# ---- fpu_result_buffer ----
==> fpu_result_buffer/layers.png <==
Drawn at 3 px/µm.
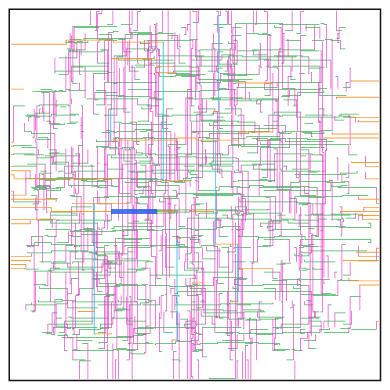
==> fpu_result_buffer/pinout.png <==
Drawn at 2 px/µm. Pins as bars across the die edge, other pins in grey.
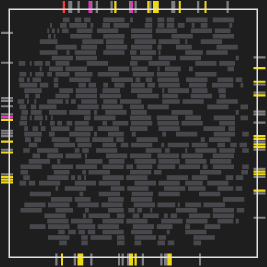
$ cat src/rtl/fpu_pkg.sv
// Shared definitions for the add/subtract FPU stages: field widths, the exponent
// all-ones value and the bit positions of the result class and exception flags.
package fpu_pkg;

   localparam int FPU_NEXP = 8;
   localparam int FPU_NSIG = 23;
   localparam int FPU_W    = FPU_NEXP + FPU_NSIG + 1;

   localparam logic [FPU_NEXP-1:0] EXP_ONES = '1;

   localparam int CLS_W    = 3;
   localparam int CLS_ZERO = 0;
   localparam int CLS_INF  = 1;
   localparam int CLS_NAN  = 2;

   localparam int FLG_W    = 2;
   localparam int FLG_UNF  = 0;
   localparam int FLG_OVF  = 1;

endpackage

$ cat src/rtl/fpu_classify.sv
// Combinational decoder from exponent/significand fields to a one-hot-or-zero
// {is_nan, is_inf, is_zero} class vector; the sign never affects the class.
module fpu_classify
   import fpu_pkg::*;
#(
   parameter int NEXP = FPU_NEXP,
   parameter int NSIG = FPU_NSIG
) (
   input  logic [NEXP-1:0]  exp_i,
   input  logic [NSIG-1:0]  sig_i,
   output logic [CLS_W-1:0] class_o
);

   logic expOnes;
   logic expZero;
   logic sigZero;

   always_comb begin
      expOnes = &exp_i;
      expZero = ~|exp_i;
      sigZero = ~|sig_i;
      class_o = '0;
      class_o[CLS_ZERO] = expZero & sigZero;
      class_o[CLS_INF]  = expOnes & sigZero;
      class_o[CLS_NAN]  = expOnes & ~sigZero;
   end

endmodule

$ cat src/rtl/fpu_result_buffer.sv
// First-word-fall-through result FIFO with per-entry class/flags and sticky
// exception flags. Define FPU_FLAG_COUNT_EN to add saturating flag counters.
module fpu_result_buffer
   import fpu_pkg::*;
#(
   parameter int NEXP  = FPU_NEXP,
   parameter int NSIG  = FPU_NSIG,
   parameter int DEPTH = 4
) (
   input  logic                         clk,
   input  logic                         rst_n,
   input  logic                         in_valid,
   output logic                         in_ready,
   input  logic [NEXP+NSIG:0]           in_s,
   input  logic                         in_overflow,
   input  logic                         in_underflow,
   output logic                         out_valid,
   input  logic                         out_ready,
   output logic [NEXP+NSIG:0]           out_s,
   output logic [FLG_W-1:0]             out_flags,
   output logic [CLS_W-1:0]             out_class,
   output logic [$clog2(DEPTH+1)-1:0]   count,
   output logic                         sticky_ovf,
   output logic                         sticky_unf,
   input  logic                         flag_clr
`ifdef FPU_FLAG_COUNT_EN
   ,
   output logic [7:0]                   ovf_cnt,
   output logic [7:0]                   unf_cnt
`endif
);

   localparam int W  = NEXP + NSIG + 1;
   localparam int PW = $clog2(DEPTH);
   localparam int CW = $clog2(DEPTH + 1);
   localparam logic [CW-1:0] FULL_C = CW'(DEPTH);

   logic [W-1:0]     data_q  [DEPTH];
   logic [FLG_W-1:0] flags_q [DEPTH];
   logic [CLS_W-1:0] class_q [DEPTH];

   logic [PW-1:0] wrPtr_q, wrPtr_d;
   logic [PW-1:0] rdPtr_q, rdPtr_d;
   logic [CW-1:0] count_q, count_d;
   logic          stickyOvf_q, stickyOvf_d;
   logic          stickyUnf_q, stickyUnf_d;

   logic             push;
   logic             pop;
   logic [CLS_W-1:0] inClass;
   logic [FLG_W-1:0] inFlags;

   fpu_classify #(
      .NEXP (NEXP),
      .NSIG (NSIG)
   ) u_classify (
      .exp_i   (in_s[NEXP+NSIG-1:NSIG]),
      .sig_i   (in_s[NSIG-1:0]),
      .class_o (inClass)
   );

   // No bypass in either direction: readiness and validity depend only on the
   // registered occupancy, never on the other side's handshake this cycle.
   always_comb begin
      in_ready  = (count_q < FULL_C);
      out_valid = (count_q != '0);
      push      = in_valid & in_ready;
      pop       = out_valid & out_ready;

      inFlags          = '0;
      inFlags[FLG_OVF] = in_overflow;
      inFlags[FLG_UNF] = in_underflow;

      wrPtr_d = push ? wrPtr_q + PW'(1) : wrPtr_q;
      rdPtr_d = pop  ? rdPtr_q + PW'(1) : rdPtr_q;
      count_d = count_q + CW'(push) - CW'(pop);

      stickyOvf_d = (stickyOvf_q & ~flag_clr) | (push & in_overflow);
      stickyUnf_d = (stickyUnf_q & ~flag_clr) | (push & in_underflow);
   end

   always_ff @(posedge clk or negedge rst_n) begin
      if (!rst_n) begin
         wrPtr_q     <= '0;
         rdPtr_q     <= '0;
         count_q     <= '0;
         stickyOvf_q <= 1'b0;
         stickyUnf_q <= 1'b0;
      end else begin
         wrPtr_q     <= wrPtr_d;
         rdPtr_q     <= rdPtr_d;
         count_q     <= count_d;
         stickyOvf_q <= stickyOvf_d;
         stickyUnf_q <= stickyUnf_d;
      end
   end

   // Storage is deliberately left out of reset; the pointers define what is live.
   always_ff @(posedge clk) begin
      if (push) begin
         data_q[wrPtr_q]  <= in_s;
         flags_q[wrPtr_q] <= inFlags;
         class_q[wrPtr_q] <= inClass;
      end
   end

   assign out_s      = data_q[rdPtr_q];
   assign out_flags  = flags_q[rdPtr_q];
   assign out_class  = class_q[rdPtr_q];
   assign count      = count_q;
   assign sticky_ovf = stickyOvf_q;
   assign sticky_unf = stickyUnf_q;

`ifdef FPU_FLAG_COUNT_EN
   logic [7:0] ovfCnt_q, ovfCnt_d;
   logic [7:0] unfCnt_q, unfCnt_d;

   // Clear applies first so a flagged push in the clearing cycle lands on 1.
   always_comb begin
      ovfCnt_d = flag_clr ? 8'd0 : ovfCnt_q;
      unfCnt_d = flag_clr ? 8'd0 : unfCnt_q;
      if (push && in_overflow && ovfCnt_d != 8'hFF) begin
         ovfCnt_d = ovfCnt_d + 8'd1;
      end
      if (push && in_underflow && unfCnt_d != 8'hFF) begin
         unfCnt_d = unfCnt_d + 8'd1;
      end
   end

   always_ff @(posedge clk or negedge rst_n) begin
      if (!rst_n) begin
         ovfCnt_q <= 8'd0;
         unfCnt_q <= 8'd0;
      end else begin
         ovfCnt_q <= ovfCnt_d;
         unfCnt_q <= unfCnt_d;
      end
   end

   assign ovf_cnt = ovfCnt_q;
   assign unf_cnt = unfCnt_q;
`endif

endmodule
$ cat config.mk
export PLATFORM = sky130hd
export DESIGN_NAME = fpu_result_buffer
export DESIGN_NICKNAME = d
export VERILOG_FILES = /design/src/rtl/fpu_pkg.sv /design/src/rtl/fpu_classify.sv /design/src/rtl/fpu_result_buffer.sv
export SDC_FILE = /design/constraint.sdc
export NUM_CORES = 1
export LEC_CHECK = 0
export CAP_MARGIN = 40
export CELL_PAD_IN_SITES_DETAIL_PLACEMENT = 1
export CELL_PAD_IN_SITES_GLOBAL_PLACEMENT = 1
export CORE_MARGIN = 3
export CORE_UTILIZATION = 43
export DETAILED_ROUTE_END_ITERATION = 8
export PLACE_DENSITY_LB_ADDON = 0.1
export SLEW_MARGIN = 20
export SYNTH_ARGS = -nofsm -noshare
export SYNTH_HDL_FRONTEND = slang
export SYNTH_SLANG_ARGS = --single-unit
$ cat constraint.sdc
create_clock -name clk -period 2.1 [get_ports clk]
set_input_delay 0.42 -clock clk [delete_from_list [all_inputs] [get_ports clk]]
set_output_delay 0.42 -clock clk [all_outputs]
set_load 0.01 [all_outputs]
==> deck_impl_summary.md <==
Run Summary

Setup path
  • Critical path buffers and inverters: 3
  • CP delay by family, top: multiplexers
  • Crit. path cell count: 4
  • Crit path capture type: output port
  • Reg-to-Reg End: count[2]$_DFF_PN0_
  • Most frequent CP cell: buf_6
  • Slowest cell on crit path: mux4_2
  • CP Launch Point: rdPtr_q[0]$_DFFE_PN0P_
  • RR Startpoint: count[0]$_DFF_PN0_
  • CP required: 1.68 ns
  • Worst-path fanout max: 6
  • Reg2reg setup slack: 0.11 ns
  • Ordered list of cells on the worst path: buf_6, buf_12, mux4_2, buf_6

Floorplanning
  • Die area: 15200 µm²
  • Number of cell rows: 42
  • Top-level port count: 83
  • FP Util: 44.3%

Power and ir drop
  • Int Pwr: 7.82 mW
  • Flop pwr share: 38.4%
  • Sw Ratio: 27.0%
  • Switching Power: 2.90 mW
  • Overall power: 10.7 mW

GRT
  • All-layer global routing usage: 16.9%
  • First-pass GRT wire length: 18.4 mm
  • Pin count of the biggest net entering global routing: 38
  • Met2 Usage GRT: 27.6%
  • Antenna violations before repair: 1

Clocking
  • Clock latency (worst-skew pair): 0.41 ns
  • CTS Hold Bufs: 0
  • Level count of the clock H-tree: 4
  • CTS resizes: 178
  • CTS tree: done

STA
  • Fmax: 449 MHz
  • Setup-failing EPs final: 35
  • Slew Viols, Final: 0
  • Worst-margin pin slew: 0.429 ns
  • Setup WS post-layout: -0.129 ns
  • Skew final: 0.00559 ns

Logic synthesis
  • Top-area cell share: 75.2%
  • Synth Area in Simple Gates: 2.43%
  • Sequential area share after synthesis: 79.0%
  • Synth top cells by count: 148 x edfxtp_1, 37 x mux4_2, 9 x dfrtp_1, 9 x inv_1, 7 x nor4_1
  • Synth mux share: 14.1%
  • Yosys aoi share: 0.571%
  • Area contributors post-synth: edfxtp_1 75%, mux4_2 14%, dfrtp_1 3.8%, ha_1 1.3%, nor4_1 0.74%
  • Yosys Chip Area: 5910 µm²
  • Yosys reg bits: 157
  • Count of cell types in the netlist: 23
  • Top comb family, area: multiplexers
  • Ys Warns: 0
  • Number of enable flip-flop cells: 148
  • Adder share: 1.61%
  • Synthesized instance count: 255

Route
  • Metal3 WL: 546 µm
  • WL/cell: 20.8 µm
  • Post-route ant nets: 0
  • Via count: 2887
  • Routed Wire Length: 11.8 mm
  • Iter 0 DRT Violations: 184
  • WL met2: 6.04 mm

Final layout
  • Most frequent logic cell in the layout: edfxtp_1
  • Nets: 423
  • Antenna Cells: 0
  • Layout area overhead: 32.6%
  • Largest regs: data_q (128), class_q (12), flags_q (8)

Outcome
  • Status: complete, but fails checks
  • Failing checks: negative setup slack

Placed design
  • Pre-CTS setup slack: -0.301 ns
  • Dpl hpwl: 7.32 mm
Notes on fpu_result_buffer/layers.png above:
Green shows M1, wire length 4940 µm. Magenta shows M2, wire length 6040 µm. Cyan shows M4, wire length 221 µm. Blue shows M5, wire length 13.8 µm. Orange shows M3, wire length 547 µm.

Notes on fpu_result_buffer/pinout.png above:
Red shows flag_clr, pins 1, direction input, edge north. Magenta shows out_class, pins 3, direction output, edge 2 north, 1 west. Yellow shows in_s, pins 32, direction input, edge 10 east, 9 south, 7 north, 6 west.
All pins by edge: 23 north, 22 east, 20 south, 18 west.

power by group through the flow:
stage	registers, mW	logic, mW	clock network [mW]
6_report	4.11	3.80	2.80
5_1_grt	4.16	4.11	2.98
4_1_cts	4.11	3.91	2.86
3_5_place_dp	4.18	3.59	0
3_3_place_gp	4.15	3.57	0
2_1_floorplan	4.13	1.79	0
cell type report:
type	count	area [µm²]
multi-input cells	80	1160
repair buffers	112	1220
well taps	176	220
fillers	1180	5500
inverters	9	33.8
clock buffers	19	433
flip-flops and latches	157	4670
clock inverters	12	104

# ---- psdifir_stereo_mac ----
$ cat config.mk
export PLATFORM = sky130hd
export DESIGN_NAME = psdifir_stereo_mac
export DESIGN_NICKNAME = d
export VERILOG_FILES = /design/src/rtl/psdifir_stereo_mac.sv
export SDC_FILE = /design/constraint.sdc
export NUM_CORES = 1
export LEC_CHECK = 0
export ABC_AREA = 1
export CORE_MARGIN = 2
export CORE_UTILIZATION = 45
export DETAILED_ROUTE_END_ITERATION = 12
export PLACE_DENSITY = 0.72
export SLEW_MARGIN = 20
export SYNTH_ARGS = -nofsm -noshare
export SYNTH_HDL_FRONTEND = slang
export SYNTH_SLANG_ARGS = --single-unit
$ cat constraint.sdc
create_clock -name clockext100MHz -period 2.93 [get_ports clockext100MHz]
set_input_delay 0.4395 -clock clockext100MHz [delete_from_list [all_inputs] [get_ports clockext100MHz]]
set_output_delay 0.4395 -clock clockext100MHz [all_outputs]
set_load 0.01 [all_outputs]
$ cat src/rtl/psdifir_stereo_mac.sv
// Stereo time-multiplexed N_TAPS FIR: one signed MAC, zero-cleared circular sample buffer, coefficient ROM.
// Coefficients come from the COEFS image (h[0] in the LSBs); define PSDIFIR_SAT_EN for saturating output.
`timescale 1ns/1ps
module psdifir_stereo_mac #(
  parameter int DATA_W    = 18,
  parameter int COEF_W    = 18,
  parameter int LOG2_TAPS = 6,
  parameter int ACC_W     = 48,
  parameter int OUT_SHIFT = 17,
  parameter logic [(2**LOG2_TAPS)*COEF_W-1:0] COEFS = '0
) (
  input  logic                     clockext100MHz,
  input  logic                     reset,
  input  logic                     datain_ready,
  input  logic signed [DATA_W-1:0] left_in,
  input  logic signed [DATA_W-1:0] right_in,
  output logic signed [DATA_W-1:0] left_out,
  output logic signed [DATA_W-1:0] right_out,
  output logic                     dataout_ready,
  output logic                     busy,
  output logic                     overrun
);
  localparam int N_TAPS = 2**LOG2_TAPS;
  localparam int PROD_W = DATA_W + COEF_W;
  localparam int AW     = LOG2_TAPS + 1;
  localparam int STAGES = 1;

  typedef enum logic [2:0] {CLEAR, IDLE, WRITE, MAC, FLUSH, SCALE} state_t;

  state_t                    state;
  logic [AW-1:0]             cnt;
  logic [LOG2_TAPS-1:0]      wr_ptr;
  logic [LOG2_TAPS-1:0]      k;
  logic [LOG2_TAPS-1:0]      rd_tap;
  logic signed [DATA_W-1:0]  lat_l, lat_r;
  logic signed [DATA_W-1:0]  mem [2*N_TAPS];
  logic signed [DATA_W-1:0]  rd_data;
  logic signed [COEF_W-1:0]  coef_q;
  logic signed [PROD_W-1:0]  prod;
  logic signed [ACC_W-1:0]   prod_ext;
  logic signed [ACC_W-1:0]   acc_l, acc_r;
  logic [STAGES:0]           vld_pipe, ch_pipe, clr_pipe;
  logic                      unused_acc;

  assign k         = cnt[LOG2_TAPS-1:0];
  assign rd_tap    = wr_ptr - k;
  assign busy      = (state != IDLE);
  assign prod_ext  = ACC_W'(prod);
  assign unused_acc = ^{acc_l, acc_r};

  function automatic logic signed [DATA_W-1:0] scale(input logic signed [ACC_W-1:0] a);
`ifdef PSDIFIR_SAT_EN
    logic signed [ACC_W-1:0] s;
    s = a >>> OUT_SHIFT;
    if (&s[ACC_W-1:DATA_W-1] || ~|s[ACC_W-1:DATA_W-1])
      return s[DATA_W-1:0];
    else if (s[ACC_W-1])
      return {1'b1, {(DATA_W-1){1'b0}}};
    else
      return {1'b0, {(DATA_W-1){1'b1}}};
`else
    return a[OUT_SHIFT+DATA_W-1:OUT_SHIFT];
`endif
  endfunction

  // Control FSM; cnt serves as clear address, tap/channel index and flush counter.
  always_ff @(posedge clockext100MHz) begin
    if (reset) begin
      state         <= CLEAR;
      cnt           <= '0;
      wr_ptr        <= '0;
      lat_l         <= '0;
      lat_r         <= '0;
      left_out      <= '0;
      right_out     <= '0;
      dataout_ready <= 1'b0;
      overrun       <= 1'b0;
    end else begin
      dataout_ready <= 1'b0;
      overrun       <= datain_ready && (state != IDLE);
      case (state)
        CLEAR: begin
          cnt <= cnt + 1'b1;
          if (cnt == '1) state <= IDLE;
        end
        IDLE: if (datain_ready) begin
          lat_l <= left_in;
          lat_r <= right_in;
          state <= WRITE;
        end
        WRITE: begin
          cnt   <= '0;
          state <= MAC;
        end
        MAC: begin
          cnt <= cnt + 1'b1;
          if (cnt == '1) state <= FLUSH;
        end
        FLUSH: begin
          cnt <= cnt + 1'b1;
          if (cnt == AW'(1)) begin
            cnt   <= '0;
            state <= SCALE;
          end
        end
        SCALE: begin
          left_out      <= scale(acc_l);
          right_out     <= scale(acc_r);
          dataout_ready <= 1'b1;
          wr_ptr        <= wr_ptr + 1'b1;
          state         <= IDLE;
        end
        default: state <= CLEAR;
      endcase
    end
  end

  // Buffer layout: left channel in the lower half, right in the upper half.
  always_ff @(posedge clockext100MHz) begin
    if (state == CLEAR)
      mem[cnt] <= '0;
    else if (state == WRITE) begin
      mem[{1'b0, wr_ptr}] <= lat_l;
      mem[{1'b1, wr_ptr}] <= lat_r;
    end
  end

  // Read -> multiply -> accumulate; channel and first-tap flags ride along.
  always_ff @(posedge clockext100MHz) begin
    if (reset) vld_pipe <= '0;
    else       vld_pipe <= {vld_pipe[STAGES-1:0], state == MAC};
    ch_pipe  <= {ch_pipe[STAGES-1:0], cnt[AW-1]};
    clr_pipe <= {clr_pipe[STAGES-1:0], k == '0};
    rd_data  <= mem[{cnt[AW-1], rd_tap}];
    coef_q   <= COEFS[k*COEF_W +: COEF_W];
    prod     <= PROD_W'(rd_data) * PROD_W'(coef_q);
    if (vld_pipe[STAGES]) begin
      if (ch_pipe[STAGES]) acc_r <= (clr_pipe[STAGES] ? '0 : acc_r) + prod_ext;
      else                 acc_l <= (clr_pipe[STAGES] ? '0 : acc_l) + prod_ext;
    end
  end
endmodule
==> psdifir_stereo_mac/ff_map.png <==
Drawn at 3 px/µm. Other sequential cells in the stronger grey, the rest of the logic in the fainter grey.
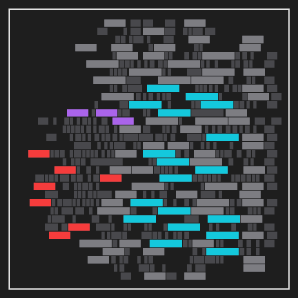
Red shows cnt, placed flops 7. Cyan shows acc_r, placed flops 18. Purple shows state, placed flops 3.
Another 62 sequential cells are not coloured.

==> psdifir_stereo_mac/port_trees.png <==
Drawn at 4 px/µm.
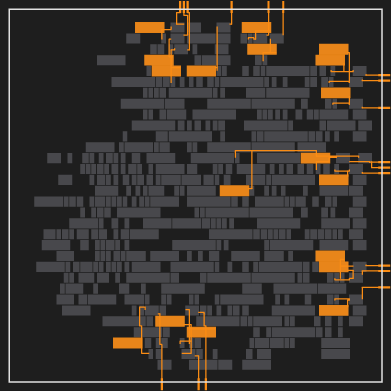
Orange shows left_out, bits 18, direction output, edge 9 east, 6 north, 3 south, end cells 18, wire 338 µm.

==> deck_impl_summary.md <==
Run Summary

GRT
  • All-layer global routing usage: 16.2%
  • First-pass GRT wire length: 11.0 mm
  • Vias in the first global route: 2377

Floorplanning
  • Die area: 8610 µm²
  • Die x size: 92.8 µm
  • FP Util: 46.1%

STA
  • Setup TNS: 0 ns
  • Skew final: 0.0147 ns
  • Final Cycle Share: 70.7%
  • Fmax: 482 MHz
  • Slew margin rel.: 34.0%

Route
  • DRC errors left: 0
  • Vias per Instance: 4.74
  • Metal3 WL: 278 µm
  • WL/cell: 11.9 µm

Power and ir drop
  • Worst VDD drop: 0.000354 V
  • Overall power: 2.88 mW
  • Clk pwr share: 31.9%
  • Comb power frac: 18.1%
  • Pwr per Cell Area: 682 nW/µm²
  • Clk. pwr: 0.921 mW
  • Leak Pwr: 1.60 nW

Final layout
  • Final Non-Filler Cells: 536
  • Layout area overhead: 19.3%
  • Nets: 471

Logic synthesis
  • Yosys top cell by instances: nand2_1
  • Yosys Chip Area: 3550 µm²
  • Yosys reg bits: 90
  • Synth top cells by count: 60 x nand2_1, 57 x inv_1, 55 x nor2_1, 54 x dfxtp_1, 44 x nand3_1
  • Synth mux share: 0%
  • Sequential area share after synthesis: 61.0%
  • Adder share: 1.06%
  • Yosys Instances: 393
  • Post-Syn Nets: 435

Setup path
  • CP required: 2.49 ns
  • Crit Path Class: reg -> out
  • Crit-path max cell delay: 0.50 ns
  • Reg2reg setup slack: 1.24 ns
  • Startpoint types: flop
  • Reg-to-Reg End: left_out[8]$_SDFFE_PP0P_
  • Slowest cell on crit path: clkdlybuf4s50_1

Worst hold path
  • HP Start: ch_pipe[0]$_DFF_P_
  • Worst min path class: reg -> reg
  • Hold path endpoint: ch_pipe[1]$_DFF_P_

Outcome
  • Status: completed

Run
  • Total tool warning count: 64

Placed design
  • Pre-CTS setup slack: 1.21 ns
[area by class of cell]
| class | count | area, µm² |
|---|---|---|
| clock buffer | 12 | 145 |
| clock inverter | 4 | 76.3 |
| fill | 703 | 3460 |
| inverter | 60 | 228 |
| multi-input combinational | 222 | 1040 |
| sequential | 90 | 2160 |
| tap | 102 | 128 |
| timing repair buffer | 46 | 448 |
[worst max-delay path, delay by kind of cell (launching register included)]
kind | cells | cell delay [ns]
buf+inv | 2 | 0.60
flops | 1 | 0.38
simple gates | 1 | 0.32

# ---- booth_sequencer ----
$ cat src/rtl/alu_ctrl_pkg.sv
// Shared encodings for the ALU control path: FSM states, outbus select codes
// and adder operation codes.
package alu_ctrl_pkg;

    // Seven states fit in three bits; encoding 3'd7 is unused and recovers to IDLE.
    typedef enum logic [2:0] {
        ST_IDLE  = 3'd0,
        ST_LOAD  = 3'd1,
        ST_ADD   = 3'd2,
        ST_SHIFT = 3'd3,
        ST_OUT_A = 3'd4,
        ST_OUT_Q = 3'd5,
        ST_DONE  = 3'd6
    } state_t;

    localparam logic [1:0] OUTSEL_NONE = 2'b00;
    localparam logic [1:0] OUTSEL_A    = 2'b01;
    localparam logic [1:0] OUTSEL_Q    = 2'b10;

    localparam logic OP_ADD = 1'b0;
    localparam logic OP_SUB = 1'b1;

endpackage

$ cat src/rtl/booth_sequencer_counter.sv
// Iteration counter for the Booth sequencer. Cleared at the start of an
// operation, advanced once per non-final shift; term flags the last iteration.
module iter_counter #(
    parameter int WIDTH = 8,
    parameter int CNT_W = 4
) (
    input  logic             clk,
    input  logic             reset,
    input  logic             clr,
    input  logic             inc,
    output logic [CNT_W-1:0] count,
    output logic             term
);

    // Count register: clear has priority over increment.
    always_ff @(posedge clk or negedge reset) begin
        if (!reset) begin
            count <= '0;
        end else if (clr) begin
            count <= '0;
        end else if (inc) begin
            count <= count + 1'b1;
        end
    end

    assign term = (count == CNT_W'(WIDTH - 1));

endmodule

$ cat src/rtl/booth_sequencer.sv
// Radix-2 Booth multiplication control unit. Sequences clear/load/add/sub/shift
// commands for the A, Q, M registers and then drives the product onto the
// outbus in two beats (A, then Q), finishing with a one-cycle done pulse.
module booth_sequencer
    import alu_ctrl_pkg::*;
#(
    parameter int WIDTH = 8,
    parameter int CNT_W = 4
) (
    input  logic       clk,
    input  logic       reset,
    input  logic       start,
    input  logic       q0,
    input  logic       q_m1,
    output logic       busy,
    output logic       load_m,
    output logic       load_q,
    output logic       clr_a,
    output logic       load_a,
    output logic       add_sub,
    output logic       shift_r,
    output logic [1:0] out_sel,
    output logic       done
);

    state_t           state;
    state_t           state_next;
    logic             cnt_clr;
    logic             cnt_inc;
    logic             cnt_term;
    logic [CNT_W-1:0] cnt;

    iter_counter #(
        .WIDTH (WIDTH),
        .CNT_W (CNT_W)
    ) u_iter_counter (
        .clk   (clk),
        .reset (reset),
        .clr   (cnt_clr),
        .inc   (cnt_inc),
        .count (cnt),
        .term  (cnt_term)
    );

    // State register; async reset drops straight to IDLE so all controls go low at once.
    always_ff @(posedge clk or negedge reset) begin
        if (!reset) begin
            state <= ST_IDLE;
        end else begin
            state <= state_next;
        end
    end

    // Next-state logic and control decode; ADD is the only state that looks at Q[0]/Q[-1].
    always_comb begin
        state_next = state;
        busy       = 1'b1;
        load_m     = 1'b0;
        load_q     = 1'b0;
        clr_a      = 1'b0;
        load_a     = 1'b0;
        add_sub    = OP_ADD;
        shift_r    = 1'b0;
        out_sel    = OUTSEL_NONE;
        done       = 1'b0;
        cnt_clr    = 1'b0;
        cnt_inc    = 1'b0;
        case (state)
            ST_IDLE: begin
                busy = 1'b0;
                if (start) begin
                    state_next = ST_LOAD;
                end
            end
            ST_LOAD: begin
                load_m     = 1'b1;
                load_q     = 1'b1;
                clr_a      = 1'b1;
                cnt_clr    = 1'b1;
                state_next = ST_ADD;
            end
            ST_ADD: begin
                // 10 starts a run of ones (subtract M), 01 ends one (add M).
                case ({q0, q_m1})
                    2'b10: begin
                        load_a  = 1'b1;
                        add_sub = OP_SUB;
                    end
                    2'b01: begin
                        load_a  = 1'b1;
                        add_sub = OP_ADD;
                    end
                    default: begin
                        load_a  = 1'b0;
                        add_sub = OP_ADD;
                    end
                endcase
                state_next = ST_SHIFT;
            end
            ST_SHIFT: begin
                shift_r = 1'b1;
                if (cnt_term) begin
                    state_next = ST_OUT_A;
                end else begin
                    cnt_inc    = 1'b1;
                    state_next = ST_ADD;
                end
            end
            ST_OUT_A: begin
                out_sel    = OUTSEL_A;
                state_next = ST_OUT_Q;
            end
            ST_OUT_Q: begin
                out_sel    = OUTSEL_Q;
                state_next = ST_DONE;
            end
            ST_DONE: begin
                done       = 1'b1;
                state_next = ST_IDLE;
            end
            default: begin
                busy       = 1'b0;
                state_next = ST_IDLE;
            end
        endcase
    end

    // The count value itself is only consumed through term.
    logic unused_cnt;
    assign unused_cnt = ^cnt;

endmodule
$ cat config.mk
export PLATFORM = sky130hd
export DESIGN_NAME = booth_sequencer
export DESIGN_NICKNAME = d
export VERILOG_FILES = /design/src/rtl/alu_ctrl_pkg.sv /design/src/rtl/booth_sequencer_counter.sv /design/src/rtl/booth_sequencer.sv
export SDC_FILE = /design/constraint.sdc
export NUM_CORES = 1
export LEC_CHECK = 0
export ABC_AREA = 1
export CORE_AREA = 5 5 42 44
export DETAILED_ROUTE_END_ITERATION = 6
export DIE_AREA = 0 0 47 49
export PLACE_DENSITY = 0.63
export SLEW_MARGIN = 20
export SYNTH_ARGS = -nofsm -noshare
export SYNTH_HDL_FRONTEND = slang
export SYNTH_SLANG_ARGS = --single-unit
$ cat constraint.sdc
create_clock -name clk -period 1.4 [get_ports clk]
set_clock_uncertainty 0.05 [all_clocks]
set_input_delay 0.21 -clock clk [delete_from_list [all_inputs] [get_ports clk]]
set_output_delay 0.21 -clock clk [all_outputs]
set_load 0.02 [all_outputs]
==> booth_sequencer/pinout.png <==
Drawn at 6 px/µm. Pins as bars across the die edge, other pins in grey.
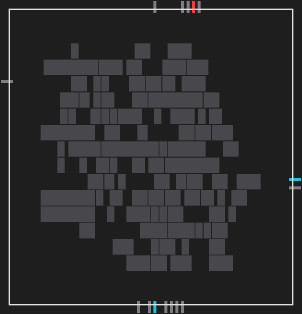
Cyan shows out_sel, pins 2, direction output, edge 1 east, 1 south. Red shows load_q, pins 1, direction output, edge north.
All pins by edge: 7 south, 5 north, 2 east, 1 west.

==> booth_sequencer/congestion_map.png <==
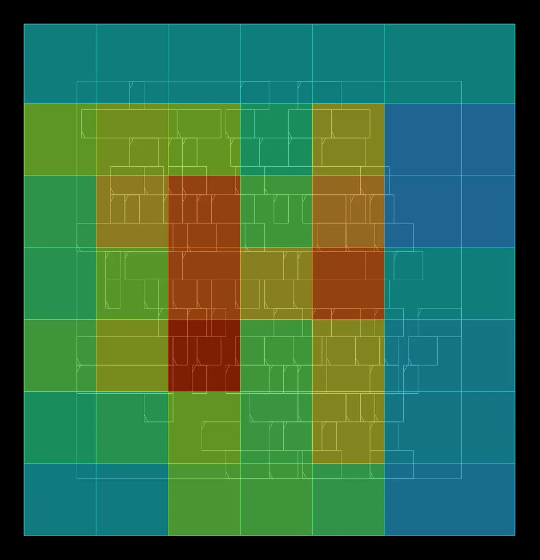
all-layer global routing usage: 11.7%
Final Util: 56.5%
busiest grt layer: met2
WL/cell: 11.1 µm

## metrics by stage
stage	setup WS [ns]	instances	hold slack, ns
global placement	-0.518	102	0.454
detailed placement	-0.540	102	0.451
global route	-0.0659	108	0.188
finish	0.00327	108	0.165
floorplan	0.206	59	-0.136
CTS	-0.0611	108	0.173
## report_power, final
part           switching, mW  total [mW]  leakage [nW]  internal (mW)
registers             0.0930       0.374        0.0888          0.281
logic                  0.562        1.16         0.323          0.594
clock network         0.0860       0.195        0.0150          0.110
==> deck_impl_summary.md <==
Run Summary

Outcome
  • Status: completed

Setup path
  • Startpoint types: flop
  • CP Launch Point: state[0]$_DFFE_PN0P_
  • Slowest cell on crit path: dfrtp_2
  • CP required: 1.14 ns
  • Reg2reg setup slack: 0.11 ns
  • CP delay by family, top: flip-flops
  • Reg-to-Reg End: u_iter_counter.count[3]$_DFFE_PN0P_
  • Critical Path AT: 1.14 ns
  • Worst-path fanout max: 5

Clocking
  • Level count of the clock H-tree: 1
  • # clock sinks: 7
  • Root Driver: clkbuf_4
  • CTS tree: done
  • Deepest clock path buffer count: 2
  • TritonCTS Buffers: 3

Final layout
  • Flop area: 176 µm²
  • Largest Register: u_iter_counter.count
  • Most frequent cells in the layout: 22 x buf_4, 13 x nand2_1, 6 x dfrtp_1
  • Final Instance Area: 792 µm²
  • Bufs w/o clock: 31
  • Fillers: 141
  • Fraction of area in registers: 22.3%
  • Clock network share of area: 3.32%

Placed design
  • DP Area: 698 µm²
  • GP Congestion: 0.856

Route
  • Routed Wire Length: 1.20 mm
  • Post-route ant nets: 0
  • Vias per Instance: 4.56
  • Router iterations before antenna repair: 3

STA
  • Setup-failing EPs final: 0
  • Fmax: 716 MHz
  • Fin crit period: 1.40 ns

Floorplanning
  • Die area: 2300 µm²
  • Top-level port count: 15
  • Number of cell rows: 14

GRT
  • Antenna violations before repair: 0
  • Vias in the first global route: 474
  • M1 GR Usage: 12.9%

Logic synthesis
  • Sequential area share after synthesis: 39.8%
  • Biggest area consumer among synthesized cells: dfrtp_1
  • Synth Area in Simple Gates: 36.9%
  • Yosys aoi share: 4.55%
  • Post-Syn Nets: 66
  • XOR Share, Synth: 1.99%

No activity file was given, so power comes from the tool's default toggle rates.
